# regfile_dump_reader

Figure 1. Routed metal per tile (regfile_dump_reader).
(3 px per µm) The die is cut into 17 by 12 equal tiles; dark purple is low, yellow is high, scaled to the fullest tile. Values are wire area over tile area, all layers added.
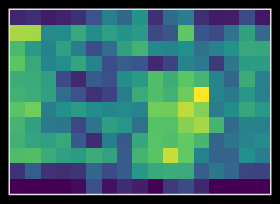
Figure 2. Routed metal, one colour a layer (regfile_dump_reader).
(4 px per µm) Two of the layers only.
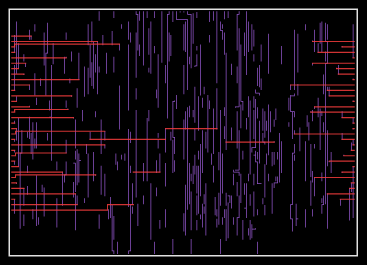
==> src/rtl/regfile_dump_reader.sv <==
// Read-side initiator for the register file: walks an inclusive, wrapping address
// range through one read port and streams each word out over valid/ready.
module regfile_dump_reader #(
    parameter int ADDR_W = 5,
    parameter int DATA_W = 32
) (
    input  logic              clk,
    input  logic              reset_,
    input  logic              start,
    input  logic              abort,
    input  logic [ADDR_W-1:0] first_addr,
    input  logic [ADDR_W-1:0] last_addr,
    output logic [ADDR_W-1:0] rf_addr,
    input  logic [DATA_W-1:0] rf_data,
    output logic              out_valid,
    input  logic              out_ready,
    output logic [ADDR_W-1:0] out_addr,
    output logic [DATA_W-1:0] out_data,
    output logic              busy,
    output logic              done
);

    typedef enum logic [1:0] {
        IDLE,
        FETCH,
        SEND,
        DONE
    } state_t;

    state_t            state;
    logic [ADDR_W-1:0] cur;
    logic [ADDR_W-1:0] last_q;

    // The read port follows cur in every state, so the address never glitches.
    assign rf_addr = cur;

    // NOTE: every state register uses <= so all updates see the pre-edge values.
    always_ff @(posedge clk or negedge reset_) begin
        if (!reset_) begin
            state     <= IDLE;
            cur       <= '0;
            last_q    <= '0;
            out_valid <= 1'b0;
            out_addr  <= '0;
            out_data  <= '0;
            busy      <= 1'b0;
            done      <= 1'b0;
        end else begin
            case (state)
                IDLE: begin
                    // start outranks abort here; abort only affects an active walk
                    if (start) begin
                        cur    <= first_addr;
                        last_q <= last_addr;
                        busy   <= 1'b1;
                        state  <= FETCH;
                    end
                end

                FETCH: begin
                    if (abort) begin
                        busy  <= 1'b0;
                        state <= IDLE;
                    end else begin
                        out_data  <= rf_data;
                        out_addr  <= cur;
                        out_valid <= 1'b1;
                        state     <= SEND;
                    end
                end

                SEND: begin
                    if (abort) begin
                        // A pending word is dropped even if it would handshake now.
                        out_valid <= 1'b0;
                        busy      <= 1'b0;
                        state     <= IDLE;
                    end else if (out_ready) begin
                        out_valid <= 1'b0;
                        if (cur == last_q) begin
                            busy  <= 1'b0;
                            done  <= 1'b1;
                            state <= DONE;
                        end else begin
                            cur   <= cur + ADDR_W'(1);
                            state <= FETCH;
                        end
                    end
                end

                DONE: begin
                    done  <= 1'b0;
                    state <= IDLE;
                end

                default: state <= IDLE;
            endcase
        end
    end

endmodule

==> config.mk <==
export PLATFORM = sky130hd
export DESIGN_NAME = regfile_dump_reader
export DESIGN_NICKNAME = d
export VERILOG_FILES = /design/src/rtl/regfile_dump_reader.sv
export SDC_FILE = /design/constraint.sdc
export NUM_CORES = 1
export LEC_CHECK = 0
export CORE_ASPECT_RATIO = 0.7
export CORE_UTILIZATION = 46
export DETAILED_ROUTE_END_ITERATION = 10
export PLACE_DENSITY = 0.84
export SYNTH_ARGS = -nofsm -noshare
export SYNTH_HDL_FRONTEND = slang
export SYNTH_SLANG_ARGS = --single-unit
==> constraint.sdc <==
create_clock -name clk -period 4.06 [get_ports clk]
set_input_delay 0.812 -clock clk [delete_from_list [all_inputs] [get_ports clk]]
set_output_delay 0.812 -clock clk [all_outputs]
set_load 0.02 [all_outputs]
==> summary.txt <==
Update from the flow run.

The run finished with clean final reports. The worst-margin pin slew is 804 ps. For reference, the critical path cell chain is clkdlybuf4s50_1, nand2b_1, a211oi_1, a311oi_1, a21oi_1. The pre-placement core utilization is 0.480. Per the timing report, the most critical flop-to-flop path originates at state[0]. The total core area is about 0.0048 mm². The total detailed-routing wirelength is 4880 µm. The pin count of the biggest net entering global routing is 53. In the final routing, the length of wire on met1 measures 2310 µm.

The worst setup path is captured at a register. The number of placed instances, taps included is between 300 and 400. In this run, the synthesized area fraction spent on and/or/nand/nor cells is recorded as 0.0846. Hold is met by around 500 ps. TritonCTS built the clock tree. After clock tree synthesis, the clock-pin slew on the worst setup and hold paths is about 90 ps. Summed over all nets, wire length on met2 after detailed routing comes to between 2000 and 2500 µm. Data on the critical path is required at its endpoint by 4280 ps.

The number of vias per cell after detailed routing is between 5 and 6. The final estimated routing congestion in global placement is a little over 0.8. The cell at the slowest stage of the critical path is a211oi_1. By area, the combinational part of the netlist is dominated by multiplexers. The final power report lists total power as ~2.8 mW.

The delay contributed by the slowest stage of the critical path is slightly above 700 ps. Summing over the stages, the warning tally comes to 30. Of the synthesized area, sequential elements account for 0.564. In this run the maximum-capacitance check reported violations numbering 0. The minimum clock period is roughly 2400 ps. Power attributed to sequential cells is between 0.9 and 1 mW. The worst hold path depth is 1. Global routing finished with a remaining overflow of 0.

The initial antenna violation count came to 0. The synthesized netlist contains 37 unique library cells. The gate count after technology mapping is approximately 170. Per the timing report, the achievable frequency comes out to just over 0.4 GHz.

The share of total power dissipated in sequential elements is 0.347. The share of synthesized area spent on multiplexers is 0.209. The share of flip-flops with an asynchronous set or reset is 1.00.

The top logic cell by instance count in the layout is clkdlybuf4s50_1. Of the available clock period, the critical path in the final layout requires 0.599. By area the synthesized netlist is led by dfrtp_1 56%, mux2_2 20%, ha_1 3.3%, nand2b_1 1.6%, nand3_1 1.5%. The commonest cells after synthesis are 52 x dfrtp_1, 42 x mux2_2, 7 x nand3_1. The number of clock buffers added by TritonCTS is 5. The clock arrives with between 7 and 8 ps of skew.
About Figure 1:
nearly empty tiles = 4.4%
tiles over half the peak = 41%
fullest tile = 0.35
mean over tiles = 0.15
total global-route track usage: 0.197
vias after detailed routing: 1680

About Figure 2:
metal 2 -> purple  # wire length 2050 µm
metal 3 -> red  # wire length 516 µm

## area by class of cell
| class | count | area (µm²) |
|---|---|---|
| Inverter | 4 | 15.0 |
| Tap cell | 69 | 86.3 |
| Clock inverter | 1 | 5.00 |
| Clock buffer | 6 | 72.6 |
| Timing Repair Buffer | 93 | 921 |
| Fill cell | 373 | 1440 |
| Sequential cell | 52 | 1300 |
| Multi-Input combinational cell | 109 | 972 |
## state kept, by name, indices dropped and copies added (netlist names)
register and flops:
out_data 32, out_valid 1, state 2, last_q 5, busy 1, out_addr 5
rf_addr 5, done 1

# mypc_fetch_unit_flat

## src/rtl/mypc_pkg.sv

```systemverilog
`default_nettype none
// ============================================================================
// Module      : mypc_pkg
// Description : Shared types and constants for the mypc fetch stage.
// Revision    : 1.0 - initial release
// ============================================================================
package mypc_pkg;

  typedef enum logic [1:0] {
    ST_IDLE = 2'd0,
    ST_RUN  = 2'd1,
    ST_HALT = 2'd2
  } state_t;

  localparam logic [3:0] c_OP_ADD  = 4'd0;
  localparam logic [3:0] c_OP_SUB  = 4'd1;
  localparam logic [3:0] c_OP_XCHG = 4'd2;
  localparam logic [3:0] c_OP_RCL  = 4'd3;
  localparam logic [3:0] c_OP_SHR  = 4'd4;
  localparam logic [3:0] c_OP_MOV  = 4'd5;
  localparam logic [3:0] c_OP_XOR  = 4'd6;
  localparam logic [3:0] c_OP_AND  = 4'd7;
  localparam logic [3:0] c_OP_OR   = 4'd8;
  localparam logic [3:0] c_OP_OUT  = 4'd9;
  localparam logic [3:0] c_OP_JZ   = 4'd10;
  localparam logic [3:0] c_OP_PUSH = 4'd11;
  localparam logic [3:0] c_OP_POP  = 4'd12;
  localparam logic [3:0] c_OP_CALL = 4'd13;
  localparam logic [3:0] c_OP_RET  = 4'd14;
  localparam logic [3:0] c_OP_HLT  = 4'd15;

  // Field position within a program word, in units of DW bits
  localparam int c_FLD_OPC = 2;
  localparam int c_FLD_A   = 1;
  localparam int c_FLD_B   = 0;

endpackage
`default_nettype wire

```

## src/rtl/mypc_fetch_unit_if.sv

```systemverilog
`default_nettype none
// ============================================================================
// Module      : mypc_fetch_unit_if
// Description : Host/core-facing signal bundle of the fetch unit.
// Revision    : 1.0 - initial release
// ============================================================================
interface mypc_fetch_unit_if #(
  parameter int AW = 4,
  parameter int DW = 4
);
  logic            load_en;
  logic [AW-1:0]   load_addr;
  logic [3*DW-1:0] load_data;
  logic            start;
  logic            hold;
  logic            redirect_en;
  logic [AW-1:0]   redirect_addr;
  logic            stop_flag;
  logic [DW-1:0]   pc_instr;
  logic [DW-1:0]   A;
  logic [DW-1:0]   B;
  logic            instr_valid;
  logic [AW-1:0]   fetch_pc;
  logic            running;
  logic            halted;

  modport master (
    output load_en, load_addr, load_data, start, hold,
           redirect_en, redirect_addr, stop_flag,
    input  pc_instr, A, B, instr_valid, fetch_pc, running, halted
  );

  modport slave (
    input  load_en, load_addr, load_data, start, hold,
           redirect_en, redirect_addr, stop_flag,
    output pc_instr, A, B, instr_valid, fetch_pc, running, halted
  );
endinterface
`default_nettype wire

```

## src/rtl/mypc_prog_ram.sv

```systemverilog
`default_nettype none
// ============================================================================
// Module      : mypc_prog_ram
// Description : Program memory, synchronous write / asynchronous read.
// Revision    : 1.0 - initial release
// ============================================================================
module mypc_prog_ram #(
  parameter int AW = 4,
  parameter int DW = 4
) (
  input  wire logic            mypc_clock,
  input  wire logic            wr_en,
  input  wire logic [AW-1:0]   wr_addr,
  input  wire logic [3*DW-1:0] wr_data,
  input  wire logic [AW-1:0]   rd_addr,
  output logic      [3*DW-1:0] rd_data
);
  logic [3*DW-1:0] r_mem [0:(1<<AW)-1];

  always_ff @(posedge mypc_clock) begin
    if (wr_en) begin
      r_mem[wr_addr] <= wr_data;
    end
  end

  assign rd_data = r_mem[rd_addr];
endmodule
`default_nettype wire

```

## src/rtl/mypc_fetch_unit.sv

```systemverilog
`default_nettype none
// ============================================================================
// Module      : mypc_fetch_unit
// Description : Sequences program memory into the core, honouring halt/redirect.
// Revision    : 1.0 - initial release
// ============================================================================
module mypc_fetch_unit
  import mypc_pkg::*;
#(
  parameter int AW = 4,
  parameter int DW = 4
) (
  input wire logic         mypc_clock,
  input wire logic         mypc_reset,
  mypc_fetch_unit_if.slave bus
);
  state_t          r_state, w_state_nxt;
  logic [AW-1:0]   r_pc, w_pc_nxt;
  logic [AW-1:0]   r_fetch_pc, w_fetch_pc_nxt;
  logic [DW-1:0]   r_pc_instr, w_pc_instr_nxt;
  logic [DW-1:0]   r_a, w_a_nxt;
  logic [DW-1:0]   r_b, w_b_nxt;
  logic            r_valid, w_valid_nxt;
  logic [3*DW-1:0] w_rd_data;
  logic            w_wr_en;

  // Program is only writable while nothing is being fetched
  assign w_wr_en = bus.load_en && (r_state != ST_RUN);

  mypc_prog_ram #(.AW(AW), .DW(DW)) u_ram (
    .mypc_clock (mypc_clock),
    .wr_en      (w_wr_en),
    .wr_addr    (bus.load_addr),
    .wr_data    (bus.load_data),
    .rd_addr    (r_pc),
    .rd_data    (w_rd_data)
  );

  always_ff @(posedge mypc_clock or posedge mypc_reset) begin
    if (mypc_reset) begin
      r_state    <= ST_IDLE;
      r_pc       <= '0;
      r_fetch_pc <= '0;
      r_pc_instr <= '0;
      r_a        <= '0;
      r_b        <= '0;
      r_valid    <= 1'b0;
    end else begin
      r_state    <= w_state_nxt;
      r_pc       <= w_pc_nxt;
      r_fetch_pc <= w_fetch_pc_nxt;
      r_pc_instr <= w_pc_instr_nxt;
      r_a        <= w_a_nxt;
      r_b        <= w_b_nxt;
      r_valid    <= w_valid_nxt;
    end
  end

  always_comb begin
    w_state_nxt    = r_state;
    w_pc_nxt       = r_pc;
    w_fetch_pc_nxt = r_fetch_pc;
    w_pc_instr_nxt = r_pc_instr;
    w_a_nxt        = r_a;
    w_b_nxt        = r_b;
    w_valid_nxt    = r_valid;
    case (r_state)
      ST_IDLE, ST_HALT: begin
        if (bus.start) begin
          w_pc_nxt    = '0;
          w_valid_nxt = 1'b0;
          w_state_nxt = ST_RUN;
        end
      end
      ST_RUN: begin
        if (bus.stop_flag) begin
          w_valid_nxt = 1'b0;
          w_state_nxt = ST_HALT;
        end else if (bus.redirect_en) begin
          w_pc_nxt    = bus.redirect_addr;
          w_valid_nxt = 1'b0;
        end else if (!bus.hold) begin
          w_pc_instr_nxt = w_rd_data[c_FLD_OPC*DW +: DW];
          w_a_nxt        = w_rd_data[c_FLD_A*DW +: DW];
          w_b_nxt        = w_rd_data[c_FLD_B*DW +: DW];
          w_fetch_pc_nxt = r_pc;
          w_valid_nxt    = 1'b1;
          w_pc_nxt       = r_pc + AW'(1);
        end
      end
      default: begin
        w_state_nxt = ST_IDLE;
        w_valid_nxt = 1'b0;
      end
    endcase
  end

  assign bus.pc_instr    = r_pc_instr;
  assign bus.A           = r_a;
  assign bus.B           = r_b;
  assign bus.fetch_pc    = r_fetch_pc;
  assign bus.instr_valid = r_valid;
  assign bus.running     = (r_state == ST_RUN);
  assign bus.halted      = (r_state == ST_HALT);
endmodule
`default_nettype wire
```

## src/flat_wrapper.sv

```systemverilog
// flat-port wrapper written by rule: the top's interface ports become plain ports
module mypc_fetch_unit_flat import mypc_pkg::*;
#(
  parameter int AW = 4,
  parameter int DW = 4
)
  (mypc_clock, mypc_reset, bus_load_en, bus_load_addr, bus_load_data, bus_start, bus_hold, bus_redirect_en, bus_redirect_addr, bus_stop_flag, bus_pc_instr, bus_A, bus_B, bus_instr_valid, bus_fetch_pc, bus_running, bus_halted);
  mypc_fetch_unit_if #(.AW(AW), .DW(DW)) bus_i ();
  input wire logic mypc_clock;
  input wire logic mypc_reset;
  input wire logic [$bits(bus_i.load_en)-1:0] bus_load_en;
  input wire logic [$bits(bus_i.load_addr)-1:0] bus_load_addr;
  input wire logic [$bits(bus_i.load_data)-1:0] bus_load_data;
  input wire logic [$bits(bus_i.start)-1:0] bus_start;
  input wire logic [$bits(bus_i.hold)-1:0] bus_hold;
  input wire logic [$bits(bus_i.redirect_en)-1:0] bus_redirect_en;
  input wire logic [$bits(bus_i.redirect_addr)-1:0] bus_redirect_addr;
  input wire logic [$bits(bus_i.stop_flag)-1:0] bus_stop_flag;
  output wire logic [$bits(bus_i.pc_instr)-1:0] bus_pc_instr;
  output wire logic [$bits(bus_i.A)-1:0] bus_A;
  output wire logic [$bits(bus_i.B)-1:0] bus_B;
  output wire logic [$bits(bus_i.instr_valid)-1:0] bus_instr_valid;
  output wire logic [$bits(bus_i.fetch_pc)-1:0] bus_fetch_pc;
  output wire logic [$bits(bus_i.running)-1:0] bus_running;
  output wire logic [$bits(bus_i.halted)-1:0] bus_halted;
  assign bus_i.load_en = bus_load_en;
  assign bus_i.load_addr = bus_load_addr;
  assign bus_i.load_data = bus_load_data;
  assign bus_i.start = bus_start;
  assign bus_i.hold = bus_hold;
  assign bus_i.redirect_en = bus_redirect_en;
  assign bus_i.redirect_addr = bus_redirect_addr;
  assign bus_i.stop_flag = bus_stop_flag;
  assign bus_pc_instr = bus_i.pc_instr;
  assign bus_A = bus_i.A;
  assign bus_B = bus_i.B;
  assign bus_instr_valid = bus_i.instr_valid;
  assign bus_fetch_pc = bus_i.fetch_pc;
  assign bus_running = bus_i.running;
  assign bus_halted = bus_i.halted;
  mypc_fetch_unit #(.AW(AW), .DW(DW)) u_core (.mypc_clock(mypc_clock), .mypc_reset(mypc_reset), .bus(bus_i));
endmodule
```

## config.mk

```make
export PLATFORM = sky130hd
export DESIGN_NAME = mypc_fetch_unit_flat
export DESIGN_NICKNAME = d
export VERILOG_FILES = /design/src/rtl/mypc_pkg.sv /design/src/rtl/mypc_fetch_unit_if.sv /design/src/rtl/mypc_prog_ram.sv /design/src/rtl/mypc_fetch_unit.sv /design/src/flat_wrapper.sv
export SDC_FILE = /design/constraint.sdc
export NUM_CORES = 1
export LEC_CHECK = 0
export ABC_CLOCK_PERIOD_IN_PS = 5500
export CAP_MARGIN = 20
export CORE_MARGIN = 2
export CORE_UTILIZATION = 64
export DETAILED_ROUTE_END_ITERATION = 6
export GPL_TIMING_DRIVEN = 0
export MAX_ROUTING_LAYER = met4
export PLACE_DENSITY = 0.85
export SLEW_MARGIN = 20
export SYNTH_ARGS = -nofsm -noshare
export SYNTH_HDL_FRONTEND = slang
export SYNTH_SLANG_ARGS = --single-unit
```

## constraint.sdc

```tcl
create_clock -name mypc_clock -period 5.5 [get_ports mypc_clock]
set_input_delay 0.825 -clock mypc_clock [delete_from_list [all_inputs] [get_ports mypc_clock]]
set_output_delay 0.825 -clock mypc_clock [all_outputs]
set_load 0.01 [all_outputs]
```

Figure 3. Routed metal, one colour a layer (mypc_fetch_unit_flat).
(3 px per µm) Two of the layers only.
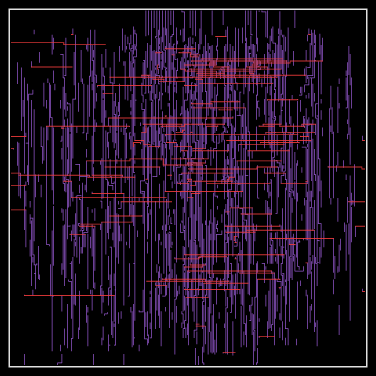
metal 3 -> red  # wire length 1530 µm
metal 2 -> purple  # wire length 9160 µm

Figure 4. Cell outlines without signal wires (mypc_fetch_unit_flat).
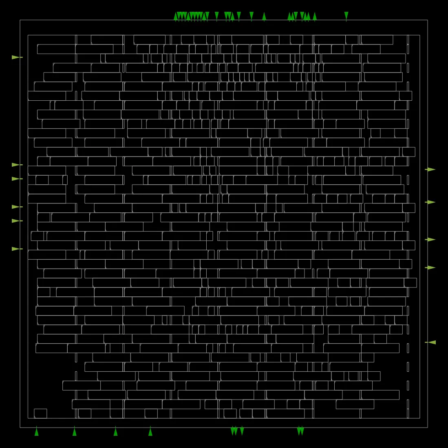
number of well-tap cells placed: 172
sequential share of cell area: 0.643
core utilization of the finished layout: 0.775

==> summary.txt <==
Update from the flow run.

The flow ran to the end, and the final reports show no timing, DRC or antenna violations. The number of hold-slack violations in the final timing report is 0. The congestion estimate from routability-driven global placement came to around 0.84. Counting along the longest clock path gives a buffer depth of 3. In this run, power in the clock network comes to about 1.5 mW. The number of max-capacitance violations reported is 0. The row count is between 40 and 50. The total CTS buffers is 21.

The worst reg2reg path startpoint is u_core.r_state[1]. The worst-margin pin slew is 902 ps. The clock-pin transition on the worst setup and hold timing paths is roughly 60 ps. Post-CTS repair changed the size of 0 cells. The maximum clock frequency is between 0.3 and 0.4 GHz. The level count of the clock H-tree is 1. The number of placed instances, taps included is 684. The global route total overflow is 0. Setup violations remaining at the end of the flow were counted as 0. In this run the full chip footprint comes out at 0.0141 mm². The horizontal die size is 119 µm. The DRC marker count from the first detailed-route iteration is 601. The number of clock sinks seen by CTS is between 200 and 250. Switching power as a fraction of the total was reported as 0.239.

In this run, the synthesized area fraction spent on AND-OR/OR-AND gates is recorded as 0.0419. After synthesis, the most frequently instantiated cells are 192 x edfxtp_1, 45 x mux2i_1, 34 x nand3_1, 26 x mux4_2, 23 x dfrtp_1. Measured in cells, the most critical reg-to-reg path has a length of 4. The fraction of the yosys area taken by sequential cells is 0.754. The count of tool warnings is 26. The end of the critical path is bus_running.

The worst setup margin is between 2000 and 3000 ps. In the routed design, unresolved DRC markers number 0. Per the synthesis report, the simple-gate share of the synthesized area is 0.0582. The launch point of the worst hold path is u_core.bus.fetch_pc[3]. The area of combinational cells with multiple inputs is 0.00197 mm². The power of the combinational group is ~0.63 mW. The worst hold margin is between 400 and 500 ps.

The via count of the routed design is between 4000 and 5000. The number of global-route vias before repair is roughly 4700. Setup repair after global routing left no endpoint under its margin.
==> layout make-up <==
type / instances / area share
Sequential cell: 215 / 0.643
Multi-Input combinational cell: 218 / 0.200
Tap cell: 172 / 0.0218
Buffer: 26 / 0.0132
Clock buffer: 27 / 0.0556
Inverter: 5 / 0.00190
Timing Repair Buffer: 49 / 0.0500
Clock inverter: 10 / 0.0148
==> metal layers <==
layer / track usage / share of wire / vias up
li1: - / - / 2006
met1: 0.370 / 0.39 / 2347
met2: 0.430 / 0.50 / 259
met3: 0.0468 / 0.083 / 47
met4: 0.0997 / 0.030 / 0
met5: - / 0 / -

# uart_rx

Figure 5. Routed metal, one colour a layer (uart_rx).
(8 px per µm) Two of the layers only.
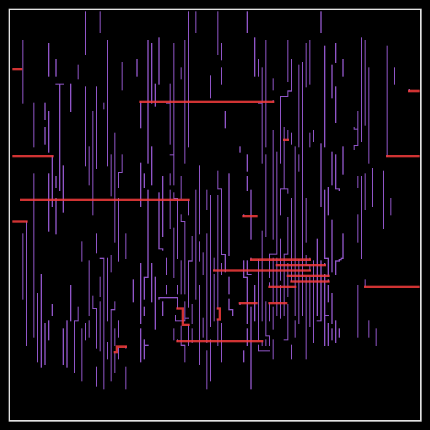
<file path="config.mk">
export PLATFORM = sky130hd
export DESIGN_NAME = uart_rx
export DESIGN_NICKNAME = d
export VERILOG_FILES = /design/src/rtl/uart_pkg.sv /design/src/rtl/uart_sync.sv /design/src/rtl/uart_rx.sv
export SDC_FILE = /design/constraint.sdc
export NUM_CORES = 1
export LEC_CHECK = 0
export ABC_CLOCK_PERIOD_IN_PS = 3500
export CORE_UTILIZATION = 60
export CTS_BUF_LIST = sky130_fd_sc_hd__clkbuf_16
export CTS_CLUSTER_SIZE = 30
export DETAILED_ROUTE_END_ITERATION = 7
export HOLD_SLACK_MARGIN = 0.02
export PLACE_DENSITY_LB_ADDON = 0.08
export RECOVER_POWER = 100
export SETUP_SLACK_MARGIN = 0.2
export SYNTH_ARGS = -nofsm -noshare
export SYNTH_HDL_FRONTEND = slang
export SYNTH_SLANG_ARGS = --single-unit
</file>
<file path="constraint.sdc">
create_clock -name CLK -period 3.5 [get_ports CLK]
set_clock_uncertainty 0.1 [all_clocks]
set_input_delay 0.7 -clock CLK [delete_from_list [all_inputs] [get_ports CLK]]
set_output_delay 0.7 -clock CLK [all_outputs]
set_load 0.02 [all_outputs]
</file>
<file path="src/rtl/uart_pkg.sv">
// Shared UART definitions: receiver/transmitter FSM state encoding and
// bit-timing helpers.
package uart_pkg;

  // Frame-level FSM states, common to both line directions.
  typedef enum logic [2:0] {
    IDLE  = 3'd0,
    START = 3'd1,
    DATA  = 3'd2,
    STOP  = 3'd3,
    BREAK = 3'd4
  } state_e;

  // Wide enough to count up to 9 data bits.
  localparam int IDX_W = 4;

  // System clock cycles per bit (integer division).
  function automatic int nticks(input int fclk, input int bauds);
    return fclk / bauds;
  endfunction

  // 2-of-3 majority vote.
  function automatic logic maj3(input logic a, input logic b, input logic c);
    return (a & b) | (a & c) | (b & c);
  endfunction

endpackage

</file>
<file path="src/rtl/uart_sync.sv">
// Two-flop synchronizer for an asynchronous single-bit input, with a
// parameterised reset value so an idle-high line reads as idle after reset.
module uart_sync #(
  parameter logic RST_VAL = 1'b1
) (
  input  logic clk_i,
  input  logic rst_i,
  input  logic d_i,
  output logic q_o
);

  logic meta_q;
  logic sync_q;

  // Capture the asynchronous input through two flops.
  always_ff @(posedge clk_i) begin
    if (rst_i) begin
      meta_q <= RST_VAL;
      sync_q <= RST_VAL;
    end else begin
      meta_q <= d_i;
      sync_q <= meta_q;
    end
  end

  assign q_o = sync_q;

endmodule

</file>
<file path="src/rtl/uart_rx.sv">
// UART receiver: 1 start bit, Wdata data bits LSB first, Wstop stop bits.
// RXD is synchronised, then checked at mid-bit using a down-counter of
// Nticks = Fclk/Bauds system clocks per bit.
// Optional build macro UART_RX_VOTE_EN: each bit decision is a 2-of-3
// majority over three consecutive mid-bit samples, applied one cycle later.
module uart_rx
  import uart_pkg::*;
#(
  // Defaults mirror a 12 MHz / 1 Mbaud 8N1 link; instantiations set all four.
  parameter int Bauds = 1_000_000,
  parameter int Wdata = 8,
  parameter int Wstop = 1,
  parameter int Fclk  = 12_000_000
) (
  input  logic             CLK,
  input  logic             RST,
  input  logic             RXD,
  output logic [Wdata-1:0] DOUT,
  output logic             VLD,
  output logic             FERR
);

  localparam int NTICKS = nticks(Fclk, Bauds);
  localparam int CW     = $clog2(NTICKS);

  localparam logic [CW-1:0]    CNT_RELOAD = CW'(NTICKS - 1);
  localparam logic [CW-1:0]    CNT_HALF   = CW'(NTICKS / 2 - 1);
  localparam logic [CW-1:0]    CNT_ZERO   = {CW{1'b0}};
  localparam logic [CW-1:0]    CNT_ONE    = {{(CW-1){1'b0}}, 1'b1};
  localparam logic [IDX_W-1:0] IDX_ZERO   = {IDX_W{1'b0}};
  localparam logic [IDX_W-1:0] IDX_ONE    = {{(IDX_W-1){1'b0}}, 1'b1};
  localparam logic [IDX_W-1:0] DATA_LAST  = IDX_W'(Wdata - 1);
  localparam logic [IDX_W-1:0] STOP_LAST  = IDX_W'(Wstop - 1);

  logic             rx_s;
  logic             running_s;
  logic             tick_s;
  logic             evt_s;
  logic             bit_s;
  logic             stop_err_s;

  state_e           state_q,  state_d;
  logic [CW-1:0]    cnt_q,    cnt_d;
  logic [IDX_W-1:0] idx_q,    idx_d;
  logic [Wdata-1:0] shreg_q,  shreg_d;
  logic             err_q,    err_d;
  logic [Wdata-1:0] dout_q,   dout_d;
  logic             vld_q,    vld_d;
  logic             ferr_q,   ferr_d;

  uart_sync #(
    .RST_VAL(1'b1)
  ) u_sync (
    .clk_i (CLK),
    .rst_i (RST),
    .d_i   (RXD),
    .q_o   (rx_s)
  );

  // Counter only runs while a frame is being timed.
  assign running_s = (state_q == START) || (state_q == DATA) || (state_q == STOP);
  assign tick_s    = (cnt_q == CNT_ZERO);

`ifdef UART_RX_VOTE_EN
  logic vote1_q;
  logic vote0_q;
  logic pend_q;

  // Collect the samples around mid-bit; the decision fires the cycle after
  // the counter hits zero, using the live rx as the third vote.
  always_ff @(posedge CLK) begin
    if (RST) begin
      vote1_q <= 1'b1;
      vote0_q <= 1'b1;
      pend_q  <= 1'b0;
    end else begin
      pend_q <= running_s && tick_s;
      if (running_s && (cnt_q == CNT_ONE)) begin
        vote1_q <= rx_s;
      end
      if (running_s && tick_s) begin
        vote0_q <= rx_s;
      end
    end
  end

  assign evt_s = pend_q;
  assign bit_s = maj3(vote1_q, vote0_q, rx_s);
`else
  assign evt_s = running_s && tick_s;
  assign bit_s = rx_s;
`endif

  // A stop bit read as 0 now or earlier in this frame.
  assign stop_err_s = err_q | ~bit_s;

  // Next-state logic: bit timing, frame sequencing and output strobes.
  always_comb begin
    state_d = state_q;
    cnt_d   = cnt_q;
    idx_d   = idx_q;
    shreg_d = shreg_q;
    err_d   = err_q;
    dout_d  = dout_q;
    vld_d   = 1'b0;
    ferr_d  = 1'b0;

    if (running_s) begin
      if (tick_s) begin
        cnt_d = CNT_RELOAD;
      end else begin
        cnt_d = cnt_q - CNT_ONE;
      end
    end else begin
      cnt_d = cnt_q;
    end

    case (state_q)
      IDLE: begin
        if (!rx_s) begin
          // First sample lands half a bit in, i.e. mid start bit.
          cnt_d   = CNT_HALF;
          idx_d   = IDX_ZERO;
          err_d   = 1'b0;
          state_d = START;
        end else begin
          state_d = IDLE;
        end
      end
      START: begin
        if (evt_s) begin
          if (bit_s) begin
            state_d = IDLE;  // too short to be a start bit
          end else begin
            idx_d   = IDX_ZERO;
            state_d = DATA;
          end
        end else begin
          state_d = START;
        end
      end
      DATA: begin
        if (evt_s) begin
          shreg_d = {bit_s, shreg_q[Wdata-1:1]};
          if (idx_q == DATA_LAST) begin
            idx_d   = IDX_ZERO;
            state_d = STOP;
          end else begin
            idx_d   = idx_q + IDX_ONE;
            state_d = DATA;
          end
        end else begin
          state_d = DATA;
        end
      end
      STOP: begin
        if (evt_s) begin
          if (idx_q == STOP_LAST) begin
            // Leave at mid stop bit so a back-to-back start edge is caught.
            dout_d  = shreg_q;
            vld_d   = ~stop_err_s;
            ferr_d  = stop_err_s;
            idx_d   = IDX_ZERO;
            err_d   = 1'b0;
            state_d = stop_err_s ? BREAK : IDLE;
          end else begin
            err_d   = stop_err_s;
            idx_d   = idx_q + IDX_ONE;
            state_d = STOP;
          end
        end else begin
          state_d = STOP;
        end
      end
      BREAK: begin
        // Line held low after a bad frame: wait for idle, report nothing more.
        if (rx_s) begin
          state_d = IDLE;
        end else begin
          state_d = BREAK;
        end
      end
      default: begin
        state_d = IDLE;
      end
    endcase
  end

  // State and output registers.
  always_ff @(posedge CLK) begin
    if (RST) begin
      state_q <= IDLE;
      cnt_q   <= CNT_ZERO;
      idx_q   <= IDX_ZERO;
      shreg_q <= {Wdata{1'b0}};
      err_q   <= 1'b0;
      dout_q  <= {Wdata{1'b0}};
      vld_q   <= 1'b0;
      ferr_q  <= 1'b0;
    end else begin
      state_q <= state_d;
      cnt_q   <= cnt_d;
      idx_q   <= idx_d;
      shreg_q <= shreg_d;
      err_q   <= err_d;
      dout_q  <= dout_d;
      vld_q   <= vld_d;
      ferr_q  <= ferr_d;
    end
  end

  assign DOUT = dout_q;
  assign VLD  = vld_q;
  assign FERR = ferr_q;

endmodule

</file>
==> summary.txt <==
Update from the flow run.

The count of inserted tapcells is 28. STA classifies the critical path endpoint as a register. The critical path is of the register to register type. The share of post-route cells with drive strength above 1 is 0.0610. The chip occupies around 0.0026 mm². According to the CTS report, the clock sink count is 32. The CTS tree is yes. The floorplan step set the die width to ~51 µm. The flip-flop cell with the highest count after synthesis is dfxtp_1. The startpoint identified for the worst register-to-register timing path is cnt_q[0]. The routed wire length on met2 is around 1300 µm. The worst register-to-register path depth is 6. The setup TNS after final layout is 0 ps. The count of antenna diodes in the layout is 0.

The leakage component of the power was reported as 0.795 nW. The DRC violation count after routing is 0. After synthesis the cells add up to between 0.001 and 0.0015 mm².

The tally of yosys warning messages is 0. The cell taking the most area after synthesis is dfxtp_1. The flow reports power dissipated in combinational cells as approximately 0.041 mW. The per-instance average area after synthesis is 9.52 µm². The number of global-route vias before repair is just over 1000.

The area of combinational cells with multiple inputs is roughly 720 µm². In the layout the commonest cells are 32 x dfxtp_1, 21 x nor2_1, 17 x mux2i_1. The most frequently used library cell after synthesis is dfxtp_1.

The global routing report lists met2 layer usage as 0.399. For this design the ratio of total power to cell area is about 520 mW/mm². The count of clock-net buffers in the final layout is 5.

Of the synthesized area, sequential elements account for 0.440. The setup check on the worst reg-to-reg path leaves a slack of around 1100 ps. The biggest slice of the area belongs to logic gates. STA classifies the critical path startpoint as a register. The initial antenna violation count is 0. Counting the inverters off the clock network in the layout gives 7. The flow ran to the end, and the final reports show no timing, DRC or antenna violations.

For this design, Yosys synthesis ends with a cell count of 153. For the worst-skew pair, the clock arrives at the later sink with an insertion delay of approximately 270 ps. Setup repair after global routing left no endpoint under its margin. The filler cell count is ~170. The clock network fraction of design power is 0.531.

The wire length of the first global-routing pass is roughly 4700 µm. The required arrival time at the worst endpoint is ~3600 ps.
About Figure 5:
metal 2 -> purple  # wire length 1340 µm
metal 3 -> red  # wire length 119 µm
average wire per standard cell: 14.5 µm
vias after detailed routing: 1139
total global-route track usage: 0.250

[critical path, cell delays in order, from the launching register on]
cell and delay (ps):
dfxtp_1 340, inv_1 90, ha_1 160, or3b_1 480
a221oi_1 760, o22ai_1 160, a22o_1 260
[through the flow]
step	std cells	utilization	power, mW	setup WS, ps
2_1_floorplan	153	-	0.422	1560
3_3_place_gp	184	0.694	0.427	1120
4_1_cts	192	0.766	0.897	1200
6_report	192	0.756	0.891	1050
5_1_grt	192	0.756	0.919	858
3_5_place_dp	184	0.694	0.428	1020

# fetch_prefetch_buffer

Figure 6. Close-up of the layout (fetch_prefetch_buffer).
Region (66, 66) to (96, 96) µm. Cells in grey, sequential cells in the stronger grey; small squares are vias.
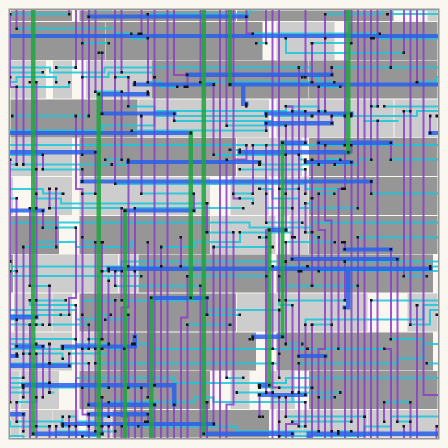
==> config.mk <==
export PLATFORM = sky130hd
export DESIGN_NAME = fetch_prefetch_buffer
export DESIGN_NICKNAME = d
export VERILOG_FILES = /design/src/rtl/fetch_prefetch_buffer.sv
export SDC_FILE = /design/constraint.sdc
export NUM_CORES = 1
export LEC_CHECK = 0
export CORE_MARGIN = 1
export CORE_UTILIZATION = 55
export DETAILED_ROUTE_END_ITERATION = 8
export PLACE_DENSITY = 0.89
export SYNTH_ARGS = -nofsm -noshare
export SYNTH_HDL_FRONTEND = slang
export SYNTH_SLANG_ARGS = --single-unit
==> constraint.sdc <==
create_clock -name clk -period 4 [get_ports clk]
set_clock_uncertainty 0.1 [all_clocks]
set_input_delay 0.8 -clock clk [delete_from_list [all_inputs] [get_ports clk]]
set_output_delay 0.8 -clock clk [all_outputs]
set_load 0.02 [all_outputs]
==> src/rtl/fetch_prefetch_buffer.sv <==
// Instruction prefetch buffer between instruction memory and the fetch stage.
// It issues in-order word fetches, matches in-order responses to allocated
// entries, and presents the oldest completed {pc, instruction} pair.
// A redirect clears the queue. It also counts the in-flight responses that
// must be discarded when they return.
module fetch_prefetch_buffer #(
  parameter int          DEPTH    = 4,
  parameter logic [31:0] RESET_PC = 32'h0000_0000
) (
  input  logic        clk,
  input  logic        reset,
  input  logic        redirect_valid,
  input  logic [31:0] redirect_pc,
  output logic        imem_req_valid,
  input  logic        imem_req_ready,
  output logic [31:0] imem_req_addr,
  input  logic        imem_rsp_valid,
  input  logic [31:0] imem_rsp_data,
  output logic        inst_valid,
  input  logic        inst_ready,
  output logic [31:0] inst_data,
  output logic [31:0] inst_pc,
  output logic [31:0] inst_pc_plus4,
  output logic        rsp_err
);

  localparam int PW = (DEPTH > 1) ? $clog2(DEPTH) : 1;
  localparam int CW = $clog2(DEPTH) + 1;
  localparam int DW = $clog2(DEPTH) + 2;

  // run_reg gives a synchronous release: no request is issued before the first clock after reset.
  logic          run_reg;
  logic [31:0]   fetch_pc_reg;
  logic [PW-1:0] head_reg;
  logic [PW-1:0] tail_reg;
  logic [PW-1:0] fill_reg;
  logic [CW-1:0] alloc_cnt_reg;
  logic [CW-1:0] pend_cnt_reg;
  logic [DW-1:0] drop_cnt_reg;
  logic          rsp_err_reg;
  logic          data_ok_reg [DEPTH];
  logic [31:0]   pc_mem      [DEPTH];
  logic [31:0]   data_mem    [DEPTH];

  logic req_fire;
  logic pop;
  logic rsp_drop;
  logic rsp_live;
  logic rsp_fill;
  logic rsp_orphan;
  logic head_ok;

  assign head_ok    = data_ok_reg[head_reg];
  assign req_fire   = imem_req_valid & imem_req_ready;
  assign pop        = inst_valid & inst_ready;

  // A response first pays off outstanding drops. Otherwise it completes the oldest pending entry.
  // If neither applies, it is unsolicited.
  assign rsp_drop   = imem_rsp_valid & (drop_cnt_reg != '0);
  assign rsp_live   = imem_rsp_valid & (drop_cnt_reg == '0) & (pend_cnt_reg != '0);
  assign rsp_orphan = imem_rsp_valid & (drop_cnt_reg == '0) & (pend_cnt_reg == '0);
  // A response that arrives together with a redirect is stale, so it never writes an entry.
  assign rsp_fill   = rsp_live & ~redirect_valid;

  assign imem_req_valid = run_reg & (alloc_cnt_reg < CW'(DEPTH)) & ~redirect_valid;
  assign imem_req_addr  = run_reg ? fetch_pc_reg : 32'h0;

  assign inst_valid     = head_ok & ~redirect_valid;
  assign inst_data      = inst_valid ? data_mem[head_reg] : 32'h0;
  assign inst_pc        = inst_valid ? pc_mem[head_reg] : 32'h0;
  assign inst_pc_plus4  = inst_valid ? (pc_mem[head_reg] + 32'd4) : 32'h0;
  assign rsp_err        = rsp_err_reg;

  // Pointers, occupancy counters, fetch pc, drop accounting and sticky error.
  always_ff @(posedge clk or negedge reset) begin
    if (!reset) begin
      run_reg       <= 1'b0;
      fetch_pc_reg  <= RESET_PC;
      head_reg      <= '0;
      tail_reg      <= '0;
      fill_reg      <= '0;
      alloc_cnt_reg <= '0;
      pend_cnt_reg  <= '0;
      drop_cnt_reg  <= '0;
      rsp_err_reg   <= 1'b0;
    end else begin
      run_reg <= 1'b1;
      if (rsp_orphan) begin
        rsp_err_reg <= 1'b1;
      end
      if (redirect_valid) begin
        // Every pending entry still has a response in flight. A response in this cycle
        // has already retired either one drop or one pending entry.
        fetch_pc_reg  <= redirect_pc;
        head_reg      <= '0;
        tail_reg      <= '0;
        fill_reg      <= '0;
        alloc_cnt_reg <= '0;
        pend_cnt_reg  <= '0;
        drop_cnt_reg  <= drop_cnt_reg - DW'(rsp_drop) + DW'(pend_cnt_reg) - DW'(rsp_live);
      end else begin
        if (req_fire) begin
          fetch_pc_reg <= fetch_pc_reg + 32'd4;
          tail_reg     <= tail_reg + PW'(1);
        end
        if (rsp_fill) begin
          fill_reg <= fill_reg + PW'(1);
        end
        if (pop) begin
          head_reg <= head_reg + PW'(1);
        end
        alloc_cnt_reg <= alloc_cnt_reg + CW'(req_fire) - CW'(pop);
        pend_cnt_reg  <= pend_cnt_reg + CW'(req_fire) - CW'(rsp_fill);
        drop_cnt_reg  <= drop_cnt_reg - DW'(rsp_drop);
      end
    end
  end

  for (genvar gi = 0; gi < DEPTH; gi++) begin : g_entry
    // Per-entry completion flag: set on fill, cleared on pop, redirect or reset.
    always_ff @(posedge clk or negedge reset) begin
      if (!reset) begin
        data_ok_reg[gi] <= 1'b0;
      end else if (redirect_valid) begin
        data_ok_reg[gi] <= 1'b0;
      end else if (rsp_fill && (fill_reg == PW'(gi))) begin
        data_ok_reg[gi] <= 1'b1;
      end else if (pop && (head_reg == PW'(gi))) begin
        data_ok_reg[gi] <= 1'b0;
      end
    end

    // Per-entry payload: pc captured at allocation, instruction captured at fill.
    always_ff @(posedge clk) begin
      if (req_fire && (tail_reg == PW'(gi))) begin
        pc_mem[gi] <= fetch_pc_reg;
      end
      if (rsp_fill && (fill_reg == PW'(gi))) begin
        data_mem[gi] <= imem_rsp_data;
      end
    end
  end

endmodule

==> summary.txt <==
Update from the flow run.

The cell-mix breakdown from Yosys lists the compound-gate area share as 0.0235. The switching part of the total power is 0.235. The worst-margin pin slew is approximately 900 ps.

Entering global routing, the biggest net connects roughly 80 pins. Ranking logic cells in the layout by count gives the top entries 256 x edfxtp_1, 170 x clkdlybuf4s50_1, 66 x and3_1. The buffer share of cell area is 0.147. The number of hold buffers added after CTS is 0. The wire length of the first global-routing pass is 57000 µm. Setup slack on the critical path of the routed design comes to -94.2 ps.

The share of total power dissipated in sequential elements is 0.501. The power after layout is ~7.5 mW. The pre-CTS setup slack is -16.2 ps.

The number of iterations in the first detailed-routing pass is 6. The number of hold-slack violations in the final timing report is 0. The die is about 160 µm tall. The kind of cell with the highest combined delay along the critical path is simple AND/OR/NAND/NOR gates. The highest-power group is sequential cells. The flow ran to the end, but the final reports show violations. The worst setup path startpoint is head_reg[0].

The layout summary lists the proportion of cells stronger than drive strength 1 as 0.211. The number of failing setup endpoints in the final timing report is 8. Leaving out the clock tree, the finished layout contains a buffer count of 273. The net switching power is approximately 1.8 mW. Registers take 0.00905 mm².

The utilization of the core after routing is 0.729. The number of vias per cell after detailed routing is roughly 6.3. The fraction of the yosys area taken by sequential cells is 0.647.

Setup repair after global routing could not meet its margin everywhere. The routed design uses between 15000 and 20000 µm of met2 wire. The repair_antennas step left the layout with diodes totalling 3. The number of nets in the layout is 1273. The final reports fail on negative setup slack. The setup TNS after final layout is -351 ps. For this run, the total global-route usage over all layers was measured as 0.293. The number of buffer and inverter instances along the worst setup path is 3.

The via count of the routed design is between 9000 and 10000. In this run the tool buffered the top-level ports with 200 buffer cells. The share of synthesized area spent on multiplexers is 0.123. The kind of launch point of the worst setup path is a register.
## Picture notes: Figure 6
metal 1 -> cyan
metal 3 -> blue
metal 2 -> purple
metal 4 -> green
most frequent = edfxtp_1 (16), nand3_1 (5), ha_1 (5)
sequential cells in the window = 19
netlist names of flops here include = pc_mem (15), data_ok_reg (3)
cells with their middle in the window = 49

[cell usage after synthesis, types with 13 or more instances]
cell type,n,share of area
o21ai_0,34,0.012
mux2_2,15,0.012
edfxtp_1,256,0.55
mux4_2,46,0.074
nand3_1,22,0.0079
nand2_1,50,0.013
xnor2_1,33,0.021
nand4_1,13,0.0058
xor2_1,13,0.0082
inv_1,34,0.0091
clkbuf_1,34,0.0091
and3_1,70,0.031
mux4_1,18,0.034
dfrtp_1,54,0.097
ha_1,26,0.023
nor4_1,13,0.0058
and2_1,42,0.019
nor2_1,50,0.013

# sha3_axis_pad_tx

Figure 7. Close-up of the layout (sha3_axis_pad_tx).
Region (18, 18) to (48, 48) µm. Cells in grey, sequential cells in the stronger grey; small squares are vias.
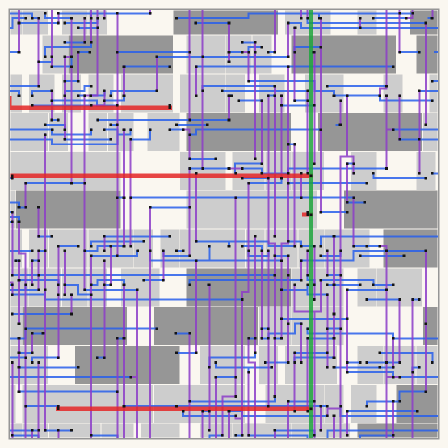
Figure 8. Cell outlines without signal wires (sha3_axis_pad_tx).
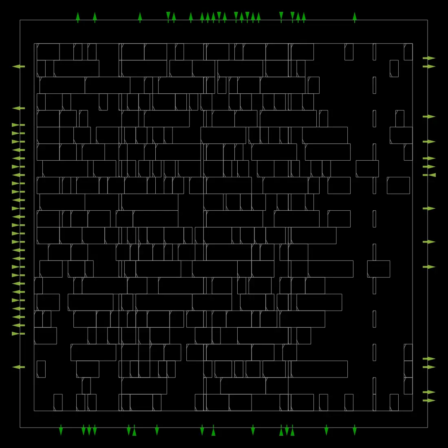
Figure 9. Routed metal per tile (sha3_axis_pad_tx).
(4 px per µm) The die is cut into 13 by 13 equal tiles; dark purple is low, yellow is high, scaled to the fullest tile. Values are wire area over tile area, all layers added.
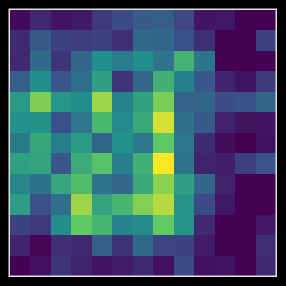
### src/rtl/sha3_axis_pad_tx.sv
// SHA-3 message padder/blocker in front of AXI_SHA: 16-bit AXI-Stream in, rate-blocked padded words out.
// Optional message byte counter on MSG_BYTES is enabled with `define PAD_TX_BYTECNT_EN.
module sha3_axis_pad_tx #(
  parameter int unsigned WIDTH  = 16,
  parameter int unsigned BCNT_W = 32
) (
  input  logic              ACLK,
  input  logic              ARESET,
  input  logic [WIDTH-1:0]  S_TDATA,
  input  logic [1:0]        S_TKEEP,
  input  logic [1:0]        S_TUSER,
  input  logic              S_TLAST,
  input  logic              S_TVALID,
  output logic              S_TREADY,
  output logic [WIDTH-1:0]  TDATA_o,
  output logic [1:0]        TUSER_o,
  output logic              TID_o,
  output logic              TLAST_o,
  output logic              TVALID_o,
  input  logic              TREADY,
  output logic [BCNT_W-1:0] MSG_BYTES
);

  localparam int unsigned WC_W = 7;

  typedef enum logic [1:0] {S_IDLE, S_DATA, S_PAD, S_FLUSH} state_t;

  state_t            state, state_n;
  logic [WC_W-1:0]   wc, wc_n, wc_adv_c, last_wc_c;
  logic [1:0]        mode, mode_n, mode_eff_c, tuser_n;
  logic              sent06, sent06_n;
  logic [WIDTH-1:0]  data_n;
  logic              tid_n, tlast_n, valid_n;
  logic              load_c, accept_c, blk_end_c;

  // Last word index of a rate block, per mode
  function automatic logic [WC_W-1:0] rate_last(input logic [1:0] m);
    case (m)
      2'd0:    rate_last = WC_W'(71);
      2'd1:    rate_last = WC_W'(67);
      2'd2:    rate_last = WC_W'(51);
      default: rate_last = WC_W'(35);
    endcase
  endfunction

  always_ff @(posedge ACLK) begin
    if (ARESET) begin
      state    <= S_IDLE;
      wc       <= '0;
      mode     <= '0;
      sent06   <= 1'b0;
      TDATA_o  <= '0;
      TUSER_o  <= '0;
      TID_o    <= 1'b0;
      TLAST_o  <= 1'b0;
      TVALID_o <= 1'b0;
    end else begin
      state    <= state_n;
      wc       <= wc_n;
      mode     <= mode_n;
      sent06   <= sent06_n;
      TDATA_o  <= data_n;
      TUSER_o  <= tuser_n;
      TID_o    <= tid_n;
      TLAST_o  <= tlast_n;
      TVALID_o <= valid_n;
    end
  end

  always_comb begin
    state_n    = state;
    wc_n       = wc;
    mode_n     = mode;
    sent06_n   = sent06;
    data_n     = TDATA_o;
    tuser_n    = TUSER_o;
    tid_n      = TID_o;
    tlast_n    = TLAST_o;
    valid_n    = TVALID_o && !TREADY;
    S_TREADY   = 1'b0;
    accept_c   = 1'b0;
    load_c     = !TVALID_o || TREADY;
    mode_eff_c = (state == S_IDLE) ? S_TUSER : mode;
    last_wc_c  = rate_last(mode_eff_c);
    blk_end_c  = (wc == last_wc_c);
    wc_adv_c   = blk_end_c ? '0 : wc + WC_W'(1);

    case (state)
      S_IDLE, S_DATA: begin
        S_TREADY = load_c;
        accept_c = S_TVALID && load_c;
        if (accept_c) begin
          mode_n  = mode_eff_c;
          tuser_n = mode_eff_c;
          valid_n = 1'b1;
          data_n  = S_TDATA;
          tid_n   = blk_end_c;
          tlast_n = 1'b0;
          wc_n    = wc_adv_c;
          state_n = S_DATA;
          if (S_TLAST) begin
            // keep=10 is illegal and falls into the full-word path
            case (S_TKEEP)
              2'b01:   data_n = WIDTH'({(blk_end_c ? 8'h86 : 8'h06), S_TDATA[7:0]});
              2'b00:   data_n = blk_end_c ? WIDTH'(16'h8006) : WIDTH'(16'h0006);
              default: data_n = S_TDATA;
            endcase
            if (S_TKEEP[1]) begin
              state_n  = S_PAD;
              sent06_n = 1'b0;
            end else if (blk_end_c) begin
              tlast_n  = 1'b1;
              state_n  = S_FLUSH;
            end else begin
              state_n  = S_PAD;
              sent06_n = 1'b1;
            end
          end
        end
      end
      S_PAD: begin
        if (load_c) begin
          valid_n  = 1'b1;
          tuser_n  = mode;
          data_n   = WIDTH'({(blk_end_c ? 8'h80 : 8'h00), (sent06 ? 8'h00 : 8'h06)});
          tid_n    = blk_end_c;
          tlast_n  = blk_end_c;
          sent06_n = 1'b1;
          wc_n     = wc_adv_c;
          if (blk_end_c) state_n = S_FLUSH;
        end
      end
      default: begin
        // Hold off the next message until the final word is taken
        if (TVALID_o && TREADY) state_n = S_IDLE;
      end
    endcase
  end

`ifdef PAD_TX_BYTECNT_EN
  localparam int unsigned SUM_W = BCNT_W + 1;

  logic [BCNT_W-1:0] bcnt, bbase_c;
  logic [1:0]        badd_c;
  logic [SUM_W-1:0]  bsum_c;

  always_comb begin
    badd_c = 2'd0;
    if (accept_c) begin
      if (!S_TLAST || S_TKEEP[1]) badd_c = 2'd2;
      else if (S_TKEEP[0])        badd_c = 2'd1;
    end
    bbase_c = (state == S_IDLE) ? '0 : bcnt;
    bsum_c  = SUM_W'(bbase_c) + SUM_W'(badd_c);
  end

  always_ff @(posedge ACLK) begin
    if (ARESET) begin
      bcnt      <= '0;
      MSG_BYTES <= '0;
    end else begin
      if (accept_c) bcnt <= bsum_c[BCNT_W] ? '1 : bsum_c[BCNT_W-1:0];
      if (state == S_FLUSH && TVALID_o && TREADY) MSG_BYTES <= bcnt;
    end
  end
`else
  assign MSG_BYTES = '0;
`endif

endmodule

### config.mk
export PLATFORM = sky130hd
export DESIGN_NAME = sha3_axis_pad_tx
export DESIGN_NICKNAME = d
export VERILOG_FILES = /design/src/rtl/sha3_axis_pad_tx.sv
export SDC_FILE = /design/constraint.sdc
export NUM_CORES = 1
export LEC_CHECK = 0
export CAP_MARGIN = 10
export CORE_MARGIN = 2
export CORE_UTILIZATION = 44
export CTS_BUF_LIST = sky130_fd_sc_hd__clkbuf_16
export CTS_CLUSTER_SIZE = 8
export DETAILED_ROUTE_END_ITERATION = 7
export PLACE_DENSITY = 0.81
export SLEW_MARGIN = 25
export SYNTH_ARGS = -nofsm -noshare
export SYNTH_HDL_FRONTEND = slang
export SYNTH_SLANG_ARGS = --single-unit
### constraint.sdc
create_clock -name ACLK -period 3.1 [get_ports ACLK]
set_clock_uncertainty 0.1 [all_clocks]
set_input_delay 0.62 -clock ACLK [delete_from_list [all_inputs] [get_ports ACLK]]
set_output_delay 0.62 -clock ACLK [all_outputs]
set_load 0.02 [all_outputs]
==> summary.txt <==
Update from the flow run.

The die extent in y is ~66 µm. The clock tree synthesis step divided the H-tree into 2 levels. The cell taking the most area after synthesis is dfxtp_1. The worst-case reg-to-reg path depth is 5. The overall chip area is about 0.0044 mm².

The number of nets in the layout is 278. Before antenna repair, the detailed router went through 4 iterations. The tightest slew margin relative to the limit is 0.517. Clock-pin slew was measured on the worst setup and hold paths at approximately 50 ps. The worst setup margin is slightly above 500 ps. The relative contribution of sequential cells to total power is 0.384. The met3 wire length is between 200 and 300 µm. Setup repair after global routing left no endpoint under its margin. The area of combinational cells with multiple inputs is just under 900 µm². The flow ran to the end, and the final reports show no timing, DRC or antenna violations.
## Picture notes: Figure 7
metal 2 -> purple
metal 3 -> red
metal 4 -> green
metal 1 -> blue
sequential cells in the window = 12
cells with their middle in the window = 79
most frequent = dfxtp_1 (12), nand2_1 (9), nor2_1 (9)
netlist names of flops here include = wc (5), TDATA_o (2)

## Picture notes: Figure 8
filler instances: 345
number of well-tap cells placed: 48

## Picture notes: Figure 9
fullest tile = 0.42
densest ninth of the die = middle
emptiest ninth of the die = bottom right
mean over tiles = 0.13
wire length after detailed routing: 3520 µm
average wire per standard cell: 11.7 µm

-- area by class of cell --
cell class                 instances  area share
timing repair buffer              50       0.219
clock inverter                     3     0.00616
clock buffer                       5      0.0560
tap                               48      0.0269
multi-input combinational        158       0.389
inverter                           4     0.00672
sequential                        33       0.295
-- registers in the layout, indices dropped and copies added (netlist names) --
signal and cells:
TVALID_o 1, TUSER_o 2, wc 7, TID_o 1, mode 2, sent06 1, TLAST_o 1, TDATA_o 16
state 2
-- critical path, delay by kind of cell --
| kind | cells | cell delay, ps |
|---|---|---|
| buf+inv | 2 | 1090 |
| simple gates | 2 | 160 |


==> layout pictures side by side <==
Close-up of the layout.
picture 1
Region (11, 11) to (41, 41) µm. Cells in grey, sequential cells in the stronger grey; small squares are vias.
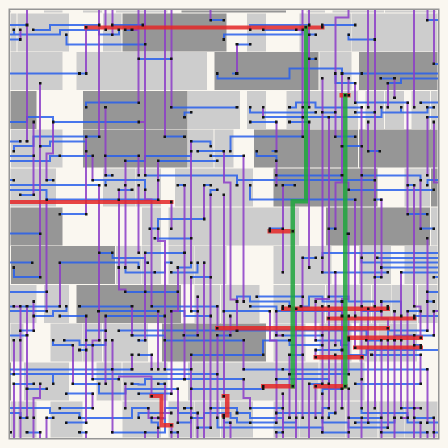
picture 2
Region (28, 16) to (58, 46) µm. Cells in grey, sequential cells in the stronger grey; small squares are vias.
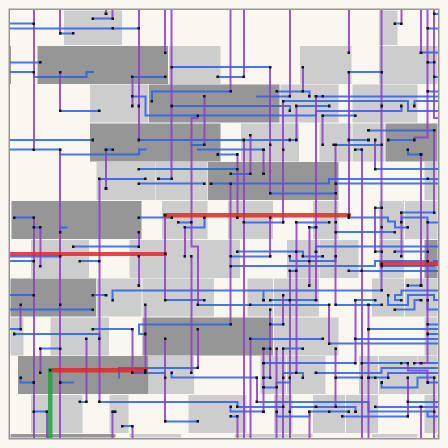
picture 3
Region (44, 44) to (74, 74) µm. Cells in grey, sequential cells in the stronger grey; small squares are vias.
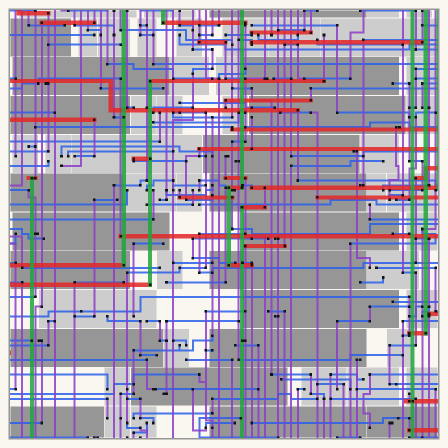
For mypc_fetch_unit_flat, see picture 3.
For regfile_dump_reader, see picture 2.
For uart_rx, see picture 1.

Power figures rest on the tool's default switching activity, not on a simulated workload.
